==================== design 1
### Placement by cell class, design 1

(10 px per µm)
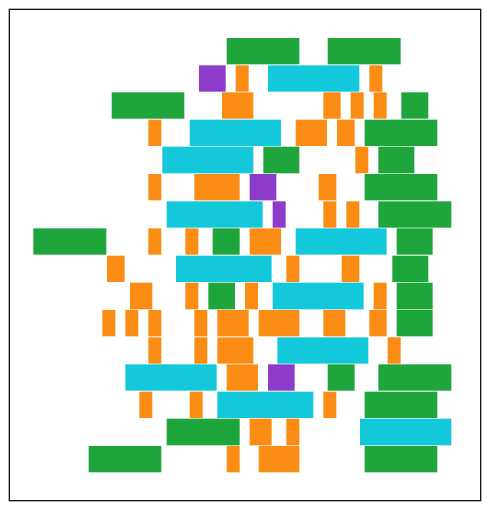
### Drive-strength map, design 1

(6 px per µm)
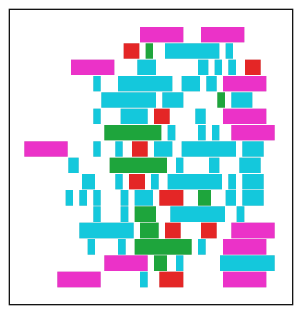
### The clock network, design 1

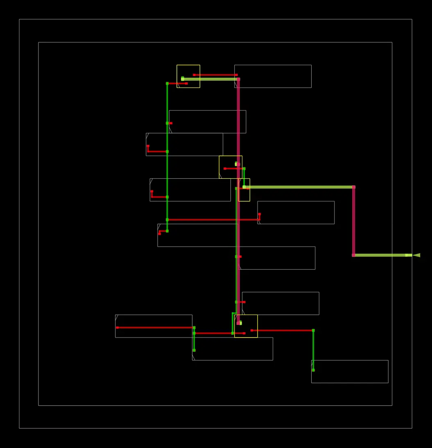
**src/rtl/jk_to_sr_d_t_conversion.sv**
```systemverilog
// SR, D and T flip-flops built on JK cores, with illegal S=R=1 counting and self-check (SR_ILLEGAL_HOLD_EN selects S=R=1 hold).
// Latency: q*/illegal/illegal_cnt 1 cycle, err one cycle later; no backpressure, en=0 holds every flop.

module jk_core (
    input  logic clk,
    input  logic reset,
    input  logic j,
    input  logic k,
    output logic q
);
    always_ff @(posedge clk or negedge reset) begin
        if (!reset) begin
            q <= 1'b0;
        end else begin
            q <= (j & ~q) | (~k & q);
        end
    end
endmodule

module jk_to_sr_d_t_conversion #(
    parameter int CNT_W = 4
) (
    input  logic             clk,
    input  logic             reset,
    input  logic             en,
    input  logic             s,
    input  logic             r,
    input  logic             d,
    input  logic             t,
    output logic             qsr,
    output logic             qbsr,
    output logic             qd,
    output logic             qbd,
    output logic             qt,
    output logic             qbt,
    output logic             illegal,
    output logic [CNT_W-1:0] illegal_cnt,
    output logic             err
);
    logic j_sr, k_sr, j_d, k_d, j_t, k_t;
    logic qsr_ref, qd_ref, qt_ref;
    logic mismatch;

`ifdef SR_ILLEGAL_HOLD_EN
    assign j_sr = en & s & ~r;
    assign k_sr = en & r & ~s;
`else
    assign j_sr = en & s;
    assign k_sr = en & r;
`endif
    assign j_d = en & d;
    assign k_d = en & ~d;
    assign j_t = en & t;
    assign k_t = en & t;

    jk_core u_sr (.clk(clk), .reset(reset), .j(j_sr), .k(k_sr), .q(qsr));
    jk_core u_d  (.clk(clk), .reset(reset), .j(j_d),  .k(k_d),  .q(qd));
    jk_core u_t  (.clk(clk), .reset(reset), .j(j_t),  .k(k_t),  .q(qt));

    // Complements come straight off the same register, so they can never lag.
    assign qbsr = ~qsr;
    assign qbd  = ~qd;
    assign qbt  = ~qt;

    always_ff @(posedge clk or negedge reset) begin
        if (!reset) begin
            illegal     <= 1'b0;
            illegal_cnt <= '0;
        end else begin
            illegal <= en & s & r;
            if (en && s && r && (illegal_cnt != {CNT_W{1'b1}})) begin
                illegal_cnt <= illegal_cnt + {{(CNT_W-1){1'b0}}, 1'b1};
            end
        end
    end

    always_ff @(posedge clk or negedge reset) begin
        if (!reset) begin
            qsr_ref <= 1'b0;
            qd_ref  <= 1'b0;
            qt_ref  <= 1'b0;
        end else if (en) begin
            qd_ref <= d;
            qt_ref <= qt_ref ^ t;
            case ({s, r})
                2'b10:   qsr_ref <= 1'b1;
                2'b01:   qsr_ref <= 1'b0;
`ifdef SR_ILLEGAL_HOLD_EN
                2'b11:   qsr_ref <= qsr_ref;
`else
                2'b11:   qsr_ref <= ~qsr_ref;
`endif
                default: qsr_ref <= qsr_ref;
            endcase
        end
    end

    assign mismatch = (qsr != qsr_ref) | (qd != qd_ref) | (qt != qt_ref);

    always_ff @(posedge clk or negedge reset) begin
        if (!reset) begin
            err <= 1'b0;
        end else begin
            err <= err | mismatch;
        end
    end
endmodule

```
**config.mk**
```make
export PLATFORM = sky130hd
export DESIGN_NAME = jk_to_sr_d_t_conversion
export DESIGN_NICKNAME = d
export VERILOG_FILES = /design/src/rtl/jk_to_sr_d_t_conversion.sv
export SDC_FILE = /design/constraint.sdc
export NUM_CORES = 1
export LEC_CHECK = 0
export ABC_AREA = 1
export CAP_MARGIN = 0
export CELL_PAD_IN_SITES_DETAIL_PLACEMENT = 1
export CELL_PAD_IN_SITES_GLOBAL_PLACEMENT = 1
export CORE_AREA = 2 2 45 47
export DETAILED_ROUTE_END_ITERATION = 6
export DIE_AREA = 0 0 47 49
export GPL_ROUTABILITY_DRIVEN = 1
export PLACE_DENSITY = 0.8
export SLEW_MARGIN = 30
export SYNTH_ARGS = -nofsm -noshare
export SYNTH_HDL_FRONTEND = slang
export SYNTH_SLANG_ARGS = --single-unit
export TNS_END_PERCENT = 30
```
**constraint.sdc**
```tcl
create_clock -name clk -period 1.3 [get_ports clk]
set_input_delay 0.26 -clock clk [delete_from_list [all_inputs] [get_ports clk]]
set_output_delay 0.26 -clock clk [all_outputs]
set_load 0.05 [all_outputs]
```
==> impl_metrics.tcl <==
# metrics dict for downstream scripts
set metrics [dict create \
    syn_area_um2 514 \
    comb_cell_power_w 0.00110 \
    antenna_found_initial 0 \
    startpoint_type "flop" \
    clock_power_share_pct 12.3 \
    stdcell_count 109 \
    inverters 7 \
    use_met3_pct 3.33 \
    ys_seq_share_pct 53.5 \
    hpwl_mm 1.13 \
    synth-seq-cells 11 \
    ctsResizeCount 0 \
    finalHoldWorstSlack_ns 0.298 \
    io_buffers 18 \
    topCellsByArea "dfrtp_1, nand2_1, inv_1" \
    slowest_stage "dfrtp_2" \
    drt_iter0_markers 3 \
    status "complete, no violations" \
    tritoncts "done" \
    maxCapViolCount 0 \
    syn2layout_area_growth_pct 76.6 \
]
Notes on 'Placement by cell class' of design 1 above:
color	class	cells
orange	combinational and other logic	45
green	remaining buffers and delay cells	22
cyan	sequential cells	11
purple	clock drivers and dummy loads	4
Core Util, Final: 49.3%
Row Count: 16
fraction of area in registers: 30.7%

Notes on 'Drive-strength map' of design 1 above:
color	size	cells
green	_2 cells	9
magenta	_6 and larger	12
red	_3 and _4 cells	9
cyan	_0 and _1 cells	52

Notes on 'The clock network' of design 1 above:
Worst Skew: 0.00179 ns
cts bufs inserted: 3
Latency at later pin: 0.27 ns
CLK BUF: 4


==================== design 2
### Metal 3, design 2

(1 px per µm)
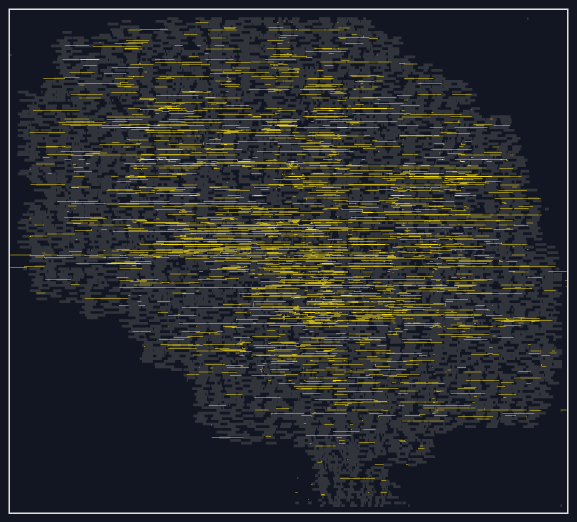
### Placement by cell class, design 2

(1 px per µm)
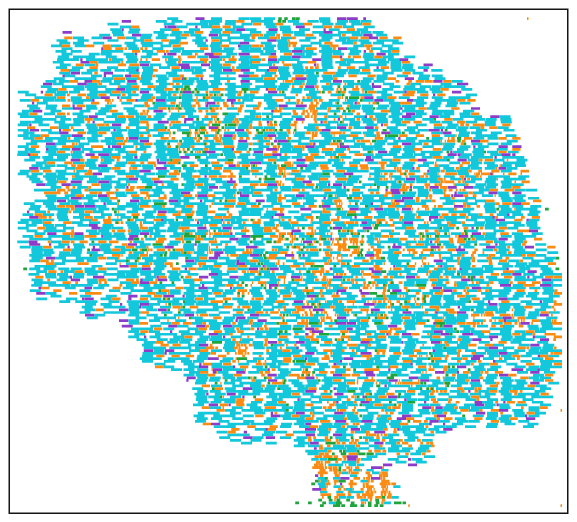
<file path="config.mk">
export PLATFORM = sky130hd
export DESIGN_NAME = coax_rx_buffer
export DESIGN_NICKNAME = d
export VERILOG_FILES = /design/src/rtl/coax_rx_buffer.sv
export SDC_FILE = /design/constraint.sdc
export NUM_CORES = 2
export LEC_CHECK = 0
export CAP_MARGIN = 40
export CORE_ASPECT_RATIO = 0.9
export CORE_MARGIN = 5
export CORE_UTILIZATION = 45
export DETAILED_ROUTE_END_ITERATION = 10
export PLACE_DENSITY = 0.66
export SETUP_SLACK_MARGIN = 0.1
export SYNTH_ARGS = -nofsm -noshare
export SYNTH_HDL_FRONTEND = slang
export SYNTH_SLANG_ARGS = --single-unit
</file>
<file path="constraint.sdc">
create_clock -name clk -period 13.7 [get_ports clk]
set_input_delay 2.74 -clock clk [delete_from_list [all_inputs] [get_ports clk]]
set_output_delay 2.74 -clock clk [all_outputs]
set_load 0.03 [all_outputs]
</file>
<file path="src/rtl/coax_rx_buffer.sv">
// Receive-side frame buffer: tags end-of-frame and error words from the coax receiver
// and queues them for the host in a first-word-fall-through FIFO.
module coax_rx_buffer #(
   parameter int unsigned DEPTH_LOG2 = 8
) (
   input  logic                  clk,
   input  logic                  reset,
   input  logic                  rx_active,
   input  logic                  rx_error,
   input  logic                  rx_strobe,
   input  logic [9:0]            rx_data,
   input  logic                  read_strobe,
   input  logic                  clear_overflow,
   output logic [15:0]           data_out,
   output logic                  empty,
   output logic                  full,
   output logic [DEPTH_LOG2:0]   count,
   output logic                  overflow
);

   localparam int unsigned Depth = 2 ** DEPTH_LOG2;

   typedef enum logic [1:0] {
      StIdle,
      StReceive,
      StErrorWrite,
      StErrorWait
   } state_e;

   state_e      state_q, state_d;
   logic [9:0]  hold_q, hold_d;
   logic        hold_valid_q, hold_valid_d;
   logic [9:0]  code_q, code_d;

   logic        push;
   logic [15:0] push_word;

   logic [DEPTH_LOG2-1:0] wr_ptr_q, rd_ptr_q;
   logic [DEPTH_LOG2:0]   count_q;
   logic                  overflow_q;
   logic [15:0]           mem [Depth];

   logic push_ok;
   logic pop;

   // ---------------------------------------------------------------------------
   // Frame FSM
   // ---------------------------------------------------------------------------
   always_ff @(posedge clk) begin
      if (reset) begin
         state_q      <= StIdle;
         hold_q       <= '0;
         hold_valid_q <= 1'b0;
         code_q       <= '0;
      end else begin
         state_q      <= state_d;
         hold_q       <= hold_d;
         hold_valid_q <= hold_valid_d;
         code_q       <= code_d;
      end
   end

   always_comb begin
      state_d      = state_q;
      hold_d       = hold_q;
      hold_valid_d = hold_valid_q;
      code_d       = code_q;
      push         = 1'b0;
      push_word    = '0;

      case (state_q)
         StIdle: begin
            if (rx_error) begin
               code_d  = rx_data;
               state_d = StErrorWrite;
            end else if (rx_active) begin
               hold_valid_d = 1'b0;
               state_d      = StReceive;
            end
         end

         StReceive: begin
            if (rx_error) begin
               // Flush the held word untagged; the error word follows next cycle.
               push         = hold_valid_q;
               push_word    = {6'b000000, hold_q};
               code_d       = rx_data;
               hold_valid_d = 1'b0;
               state_d      = StErrorWrite;
            end else if (rx_strobe) begin
               push         = hold_valid_q;
               push_word    = {6'b000000, hold_q};
               hold_d       = rx_data;
               hold_valid_d = 1'b1;
            end else if (!rx_active) begin
               push         = hold_valid_q;
               push_word    = {2'b01, 4'b0000, hold_q};
               hold_valid_d = 1'b0;
               state_d      = StIdle;
            end
         end

         StErrorWrite: begin
            push         = 1'b1;
            push_word    = {2'b11, 4'b0000, code_q};
            hold_valid_d = 1'b0;
            state_d      = StErrorWait;
         end

         StErrorWait: begin
            if (!rx_error && !rx_active) begin
               state_d = StIdle;
            end
         end

         default: state_d = StIdle;
      endcase
   end

   // ---------------------------------------------------------------------------
   // FIFO
   // ---------------------------------------------------------------------------
   // count never exceeds Depth, so its MSB alone marks the full condition.
   assign full     = count_q[DEPTH_LOG2];
   assign empty    = (count_q == '0);
   assign count    = count_q;
   assign overflow = overflow_q;
   assign data_out = mem[rd_ptr_q];

   assign push_ok = push && !full;
   assign pop     = read_strobe && !empty;

   always_ff @(posedge clk) begin
      if (reset) begin
         wr_ptr_q   <= '0;
         rd_ptr_q   <= '0;
         count_q    <= '0;
         overflow_q <= 1'b0;
      end else begin
         if (push_ok) begin
            wr_ptr_q <= wr_ptr_q + 1'b1;
         end
         if (pop) begin
            rd_ptr_q <= rd_ptr_q + 1'b1;
         end
         case ({push_ok, pop})
            2'b10:   count_q <= count_q + 1'b1;
            2'b01:   count_q <= count_q - 1'b1;
            default: count_q <= count_q;
         endcase
         if (push && full) begin
            overflow_q <= 1'b1;
         end else if (clear_overflow) begin
            overflow_q <= 1'b0;
         end
      end
   end

   always_ff @(posedge clk) begin
      if (push_ok) begin
         mem[wr_ptr_q] <= push_word;
      end
   end

endmodule

</file>
==> impl_metrics.tcl <==
# metrics dict for downstream scripts
set metrics [dict create \
    maxCapViolCount 0 \
    n_clock_buffer 381 \
    yosysChipArea_um2 121000 \
    total_power_w 0.0213 \
    r2r-end "count[8]" \
    comb_cell_power_w 0.00210 \
    avgRoutedWirePerCell_um 30.6 \
    cts_hold_buf 0 \
    rows 180 \
    wl_met3_mm 31.0 \
    drt_iter0_markers 8698 \
    largest_reg_flops 3072 \
    cts_buffer_depth 4 \
    tritoncts "done" \
    routed_via_density 6.13 \
    top_cell "edfxtp_1" \
    topCellsByArea "edfxtp_1, mux4_2, mux2i_1" \
    crit_top_cell "nor3_1" \
    power_switching_w 0.00491 \
    ys_seq_share_pct 77.0 \
    rsz0062_at_grt "false" \
    htreeDepth 5 \
    comb_cells 2402 \
    worstMarginPinSlew_ns 1.47 \
    clk-power_w 0.00873 \
    drc_errors 0 \
    path_max_fanout 93 \
    setup_ws_ns 4.45 \
    max_freq_mhz 108 \
    crit_arrival_ns 6.51 \
    lay_top_count "edfxtp_1" \
    io_buffers 40 \
    status "complete, no violations" \
    postCtsSetupRepairBufs 0 \
    critPathTopFamily "buffers and inverters" \
    hold_path.class "reg2reg" \
    clk_latency_ns 0.88 \
    grt_pass1_wl_mm 447 \
    gr-usage-all-layers_pct 21.9 \
]
Notes on 'Metal 3' of design 2 above:
longest straight run	220 µm
main direction	horizontal
share of all routed wire	10%
nets with wire on the layer	775
wire length on this layer	31.0 mm
Vias: 62.2k
GRT met3 Usage: 4.35%

Notes on 'Placement by cell class' of design 2 above:
color	class	cells
purple	clock drivers and dummy loads	573
cyan	sequential cells	3,129
orange	combinational and other logic	2,420
green	remaining buffers and delay cells	465


==================== design 3
### Drive-strength map, design 3

(4 px per µm)
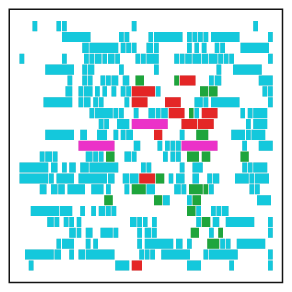
### Wire density map, design 3

(6 px per µm) The die is cut into 14 by 14 equal tiles; dark purple is low, yellow is high, scaled to the fullest tile. Values are wire area over tile area, all layers added.
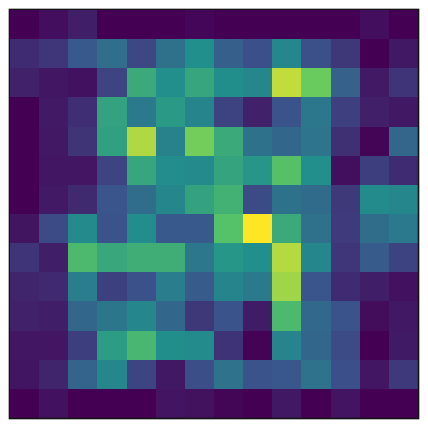
### The clock network, design 3

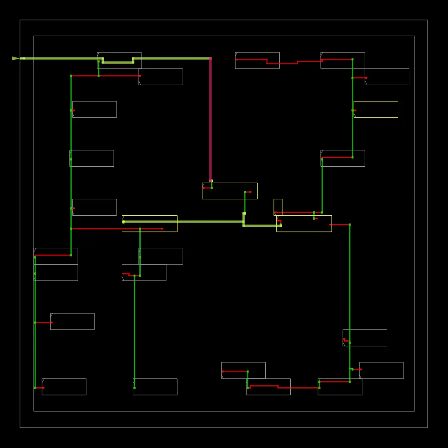
==> src/rtl/hfosc_sched.sv <==
`default_nettype none
// ============================================================================
// Module   : hfosc_sched
// Purpose  : Sequences the high-frequency oscillator enable and the
//            glitch-free clock mux select on behalf of NREQ requesters.
//            Runs entirely in the low-frequency clock domain.
//            State flow: OFF -> WAKE -> SWITCH -> ON -> DRAIN -> OFF,
//            with DRAIN -> SWITCH when a request returns while draining.
// Ports    : clk        - low-frequency clock (only clock of the block)
//            reset      - synchronous, active-high reset
//            req        - per-requester level demand for the HF clock
//            hf_en      - oscillator enable
//            clk_sel    - mux select, 1 = high-frequency clock
//            hf_ready   - HF clock selected and stable
//            gnt        - req & hf_ready (combinational)
//            hf_cycles  - saturating count of cycles with hf_en high
// Config   : HFOSC_STATS_EN - when defined, hf_cycles counts; otherwise
//            hf_cycles is tied to 0 and the counter is not built.
// Revision : 1.0 - initial release
// ============================================================================
module hfosc_sched #(
  parameter int NREQ       = 4,
  parameter int WAKE_CYC   = 8,
  parameter int SETTLE_CYC = 4,
  parameter int IDLE_CYC   = 16
) (
  input  logic            clk,
  input  logic            reset,
  input  logic [NREQ-1:0] req,
  output logic            hf_en,
  output logic            clk_sel,
  output logic            hf_ready,
  output logic [NREQ-1:0] gnt,
  output logic [15:0]     hf_cycles
);

  localparam logic [7:0] c_WAKE_LD   = 8'(WAKE_CYC - 1);
  localparam logic [7:0] c_SETTLE_LD = 8'(SETTLE_CYC - 1);
  localparam logic [7:0] c_IDLE_LD   = 8'(IDLE_CYC - 1);

  typedef enum logic [2:0] {
    S_OFF    = 3'd0,
    S_WAKE   = 3'd1,
    S_SWITCH = 3'd2,
    S_ON     = 3'd3,
    S_DRAIN  = 3'd4
  } state_t;

  state_t     state_q;
  logic [7:0] phase_q;
  logic [7:0] idle_q;
  logic       hf_en_q;
  logic       clk_sel_q;
  logic       hf_ready_q;
  logic       w_any_req;

  assign w_any_req = |req;

  // Outputs are registered together with the state so that each output
  // flop always holds the decode of the state it is entering.
  always_ff @(posedge clk) begin
    if (reset) begin
      state_q    <= S_OFF;
      phase_q    <= 8'd0;
      idle_q     <= 8'd0;
      hf_en_q    <= 1'b0;
      clk_sel_q  <= 1'b0;
      hf_ready_q <= 1'b0;
    end else begin
      case (state_q)
        S_OFF: begin
          if (w_any_req) begin
            state_q    <= S_WAKE;
            phase_q    <= c_WAKE_LD;
            hf_en_q    <= 1'b1;
            clk_sel_q  <= 1'b0;
            hf_ready_q <= 1'b0;
          end
        end
        // Request drop during WAKE/SWITCH does not abort: the sequence
        // always completes to ON and then idles out.
        S_WAKE: begin
          if (phase_q == 8'd0) begin
            state_q    <= S_SWITCH;
            phase_q    <= c_SETTLE_LD;
            clk_sel_q  <= 1'b1;
          end else begin
            phase_q    <= phase_q - 8'd1;
          end
        end
        S_SWITCH: begin
          if (phase_q == 8'd0) begin
            state_q    <= S_ON;
            idle_q     <= c_IDLE_LD;
            hf_ready_q <= 1'b1;
          end else begin
            phase_q    <= phase_q - 8'd1;
          end
        end
        S_ON: begin
          if (w_any_req) begin
            idle_q     <= c_IDLE_LD;
          end else if (idle_q == 8'd0) begin
            state_q    <= S_DRAIN;
            phase_q    <= c_SETTLE_LD;
            clk_sel_q  <= 1'b0;
            hf_ready_q <= 1'b0;
          end else begin
            idle_q     <= idle_q - 8'd1;
          end
        end
        // Oscillator stays enabled while the mux switches back; a request
        // seen in the exit cycle re-selects HF without a new WAKE.
        S_DRAIN: begin
          if (phase_q == 8'd0) begin
            if (w_any_req) begin
              state_q    <= S_SWITCH;
              phase_q    <= c_SETTLE_LD;
              clk_sel_q  <= 1'b1;
            end else begin
              state_q    <= S_OFF;
              hf_en_q    <= 1'b0;
            end
          end else begin
            phase_q    <= phase_q - 8'd1;
          end
        end
        default: begin
          state_q    <= S_OFF;
          phase_q    <= 8'd0;
          idle_q     <= 8'd0;
          hf_en_q    <= 1'b0;
          clk_sel_q  <= 1'b0;
          hf_ready_q <= 1'b0;
        end
      endcase
    end
  end

  assign hf_en    = hf_en_q;
  assign clk_sel  = clk_sel_q;
  assign hf_ready = hf_ready_q;
  assign gnt      = req & {NREQ{hf_ready_q}};

`ifdef HFOSC_STATS_EN
  logic [15:0] hf_cycles_q;
  logic [15:0] hf_cycles_d;

  // Saturate rather than wrap so a long-running count stays meaningful.
  always_comb begin
    hf_cycles_d = hf_cycles_q;
    if (hf_en_q && (hf_cycles_q != 16'hFFFF)) begin
      hf_cycles_d = hf_cycles_q + 16'd1;
    end
  end

  always_ff @(posedge clk) begin
    if (reset) begin
      hf_cycles_q <= 16'd0;
    end else begin
      hf_cycles_q <= hf_cycles_d;
    end
  end

  assign hf_cycles = hf_cycles_q;
`else
  assign hf_cycles = 16'd0;
`endif

endmodule
`default_nettype wire

==> config.mk <==
export PLATFORM = sky130hd
export DESIGN_NAME = hfosc_sched
export DESIGN_NICKNAME = d
export VERILOG_FILES = /design/src/rtl/hfosc_sched.sv
export SDC_FILE = /design/constraint.sdc
export NUM_CORES = 1
export LEC_CHECK = 0
export ABC_AREA = 1
export CORE_MARGIN = 2
export CORE_UTILIZATION = 41
export CTS_BUF_LIST = sky130_fd_sc_hd__clkbuf_16
export CTS_CLUSTER_SIZE = 24
export DETAILED_ROUTE_END_ITERATION = 10
export PLACE_DENSITY_LB_ADDON = 0.05
export SKIP_LAST_GASP = 1
export SYNTH_ARGS = -nofsm -noshare
export SYNTH_HDL_FRONTEND = slang
export SYNTH_SLANG_ARGS = --single-unit
export TNS_END_PERCENT = 5
==> constraint.sdc <==
create_clock -name clk -period 3.65 [get_ports clk]
set_clock_uncertainty 0.15 [all_clocks]
set_input_delay 0.5475 -clock clk [delete_from_list [all_inputs] [get_ports clk]]
set_output_delay 0.5475 -clock clk [all_outputs]
set_load 0.01 [all_outputs]
==> impl_metrics.tcl <==
# metrics dict for downstream scripts
set metrics [dict create \
    die_w_um 67.9 \
    crit_arrival_ns 1.65 \
    ir_drop_uv 364 \
    cp_slowest_stage_delay_ns 0.53 \
    slew-limit-headroom_pct 57.5 \
    crit_top_cell "clkdlybuf4s50_1" \
    grtUsageMet1_pct 22.2 \
    sh_comb_area_pct 54.8 \
    hpwl_mm 2.72 \
    setup_tns_ns 0 \
    drc_errors 0 \
    wl_met3_um 206 \
    powerDensity_nw_per_um2 879 \
    taps 50 \
    xor_area_share_pct 3.13 \
    simple_gate_area_share_pct 39.9 \
    p_leak_nw 0.906 \
    ff2ff_path_depth 8 \
    r2r_setup_slack_ns 1.69 \
    status "complete, no violations" \
    path_max_fanout 2 \
    worst_setup_path_end_kind "output pin" \
    max_freq_mhz 426 \
    min-delay-start "hf_en" \
    lay_top_count "nand2_1" \
    path_clk_slew_ns 0.06 \
    endpoint "gnt[3]" \
    critPathTopFamily "buffers and inverters" \
    routed_via_density 4.71 \
    vias 1531 \
    p_seq_w 0.000402 \
    pwr-share-seq_pct 24.5 \
    topCellsByArea "dfxtp_1, nand2_1, buf_4" \
    register_area_um2 440 \
    stdcell_count 325 \
    fin_crit_ns 2.35 \
    avgSynthCellArea_um2 6.42 \
]
About 'Drive-strength map' of design 3:
color	size	cells
magenta	_6 and larger	3
green	_2 cells	22
cyan	_0 and _1 cells	239
red	_3 and _4 cells	11
Setup WS post-layout: 1.30 ns
bufs w/o clock: 13

About 'Wire density map' of design 3:
fullest tile	0.44
densest ninth of the die	center
mean over tiles	0.12
tiles over half the peak	15%

About 'The clock network' of design 3:
flip-flops: 22
clock sink count: 22
cts bufs inserted: 3
CLK BUF: 3


==================== design 4
### Wire density map, design 4

(3 px per µm) The die is cut into 24 by 24 equal tiles; dark purple is low, yellow is high, scaled to the fullest tile. Values are wire area over tile area, all layers added.
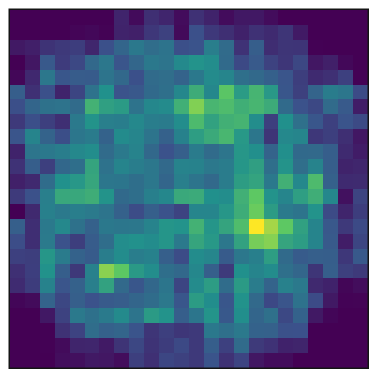
### Metal 3, design 4

(3 px per µm)
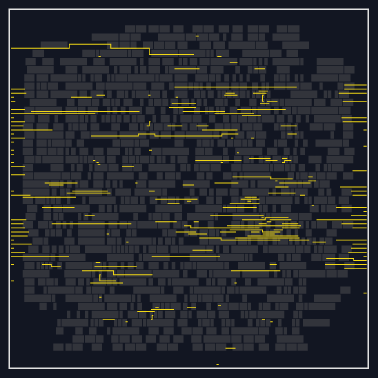
### Drive-strength map, design 4

(2 px per µm)
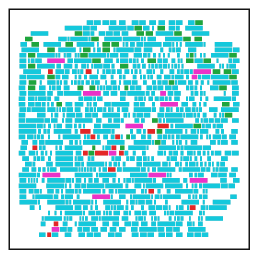
File: src/rtl/div32x32.sv
// rtl/div32x32.sv - 32-bit unsigned restoring divider, one quotient bit per cycle
module div32x32 (
  input  logic        clk,
  input  logic        reset,
  input  logic        start,
  input  logic [31:0] a,
  input  logic [31:0] b,
  output logic        busy,
  output logic        done,
  output logic        dbz,
  output logic [31:0] quotient,
  output logic [31:0] remainder
);

  typedef enum logic [1:0] {
    IDLE = 2'd0,
    CALC = 2'd1,
    DONE = 2'd2
  } state_t;

  state_t      state;
  logic [31:0] q_reg;
  logic [31:0] rem_reg;
  logic [31:0] b_reg;
  logic [4:0]  cnt;
  logic        dbz_reg;

  // q_reg starts as the dividend; each step shifts its MSB into the partial
  // remainder and shifts the new quotient bit in at the bottom.
  logic [32:0] shifted;
  logic [32:0] trial;
  logic        borrow;

  assign shifted = {rem_reg, q_reg[31]};
  assign trial   = shifted - {1'b0, b_reg};
  // rem_reg < b_reg always holds, so bit 32 of the 33-bit difference is the borrow.
  assign borrow  = trial[32];

  always_ff @(posedge clk or posedge reset) begin
    if (reset) begin
      state   <= IDLE;
      q_reg   <= 32'd0;
      rem_reg <= 32'd0;
      b_reg   <= 32'd0;
      cnt     <= 5'd0;
      dbz_reg <= 1'b0;
    end else begin
      case (state)
        IDLE: begin
          if (start) begin
            if (b != 32'd0) begin
              q_reg   <= a;
              b_reg   <= b;
              rem_reg <= 32'd0;
              cnt     <= 5'd31;
              dbz_reg <= 1'b0;
              state   <= CALC;
            end else begin
              q_reg   <= 32'hFFFF_FFFF;
              rem_reg <= a;
              dbz_reg <= 1'b1;
              state   <= DONE;
            end
          end
        end
        CALC: begin
          rem_reg <= borrow ? shifted[31:0] : trial[31:0];
          q_reg   <= {q_reg[30:0], ~borrow};
          if (cnt == 5'd0) begin
            state <= DONE;
          end else begin
            cnt <= cnt - 5'd1;
          end
        end
        DONE: begin
          state <= IDLE;
        end
        default: begin
          state <= IDLE;
        end
      endcase
    end
  end

  assign busy      = (state == CALC);
  assign done      = (state == DONE);
  assign dbz       = dbz_reg;
  assign quotient  = q_reg;
  assign remainder = rem_reg;

endmodule

File: config.mk
export PLATFORM = sky130hd
export DESIGN_NAME = div32x32
export DESIGN_NICKNAME = d
export VERILOG_FILES = /design/src/rtl/div32x32.sv
export SDC_FILE = /design/constraint.sdc
export NUM_CORES = 1
export LEC_CHECK = 0
export CORE_MARGIN = 4
export CORE_UTILIZATION = 57
export CTS_CLUSTER_SIZE = 25
export DETAILED_ROUTE_END_ITERATION = 16
export PLACE_DENSITY = 0.85
export SLEW_MARGIN = 40
export SYNTH_ARGS = -nofsm -noshare
export SYNTH_HDL_FRONTEND = slang
export SYNTH_SLANG_ARGS = --single-unit
File: constraint.sdc
create_clock -name clk -period 5.4 [get_ports clk]
set_input_delay 1.08 -clock clk [delete_from_list [all_inputs] [get_ports clk]]
set_output_delay 1.08 -clock clk [all_outputs]
set_load 0.05 [all_outputs]
==> impl_metrics.tcl <==
# metrics dict for downstream scripts
set metrics [dict create \
    status "complete, no violations" \
    synth-seq-cells 104 \
    whs_path_depth 1 \
    slew-limit-headroom_pct 45.6 \
    avgSynthCellArea_um2 8.62 \
    setup_tns_ns 0 \
    diodes 0 \
    timing.rr.start "quotient[31]" \
    async_reset_ff_share_pct 100 \
    top_cells_by_count "dfrtp_1, nor2_1, nand2_1, a21oi_1, inv_1" \
    path_max_fanout 23 \
    max_freq_mhz 285 \
    clock-sinks 104 \
    finalCritPeriodShare_pct 65.0 \
    finClkSkew_ns 0.00934 \
    yosysChipArea_um2 7050 \
]
Notes on 'Wire density map' of design 4 above:
fullest tile	0.77
tiles over half the peak	15%
densest ninth of the die	center
Vias: 6,744
Routed wire per std cell: 18.5 µm
All-Layer GR Usage: 28.9%
drt total wl: 20.3 mm

Notes on 'Metal 3' of design 4 above:
nets with wire on the layer	144
longest straight run	40.5 µm
main direction	horizontal

Notes on 'Drive-strength map' of design 4 above:
color	size	cells
green	_2 cells	50
magenta	_6 and larger	13
red	_3 and _4 cells	17
cyan	_0 and _1 cells	848


No activity file was given, so power comes from the tool's default toggle rates.
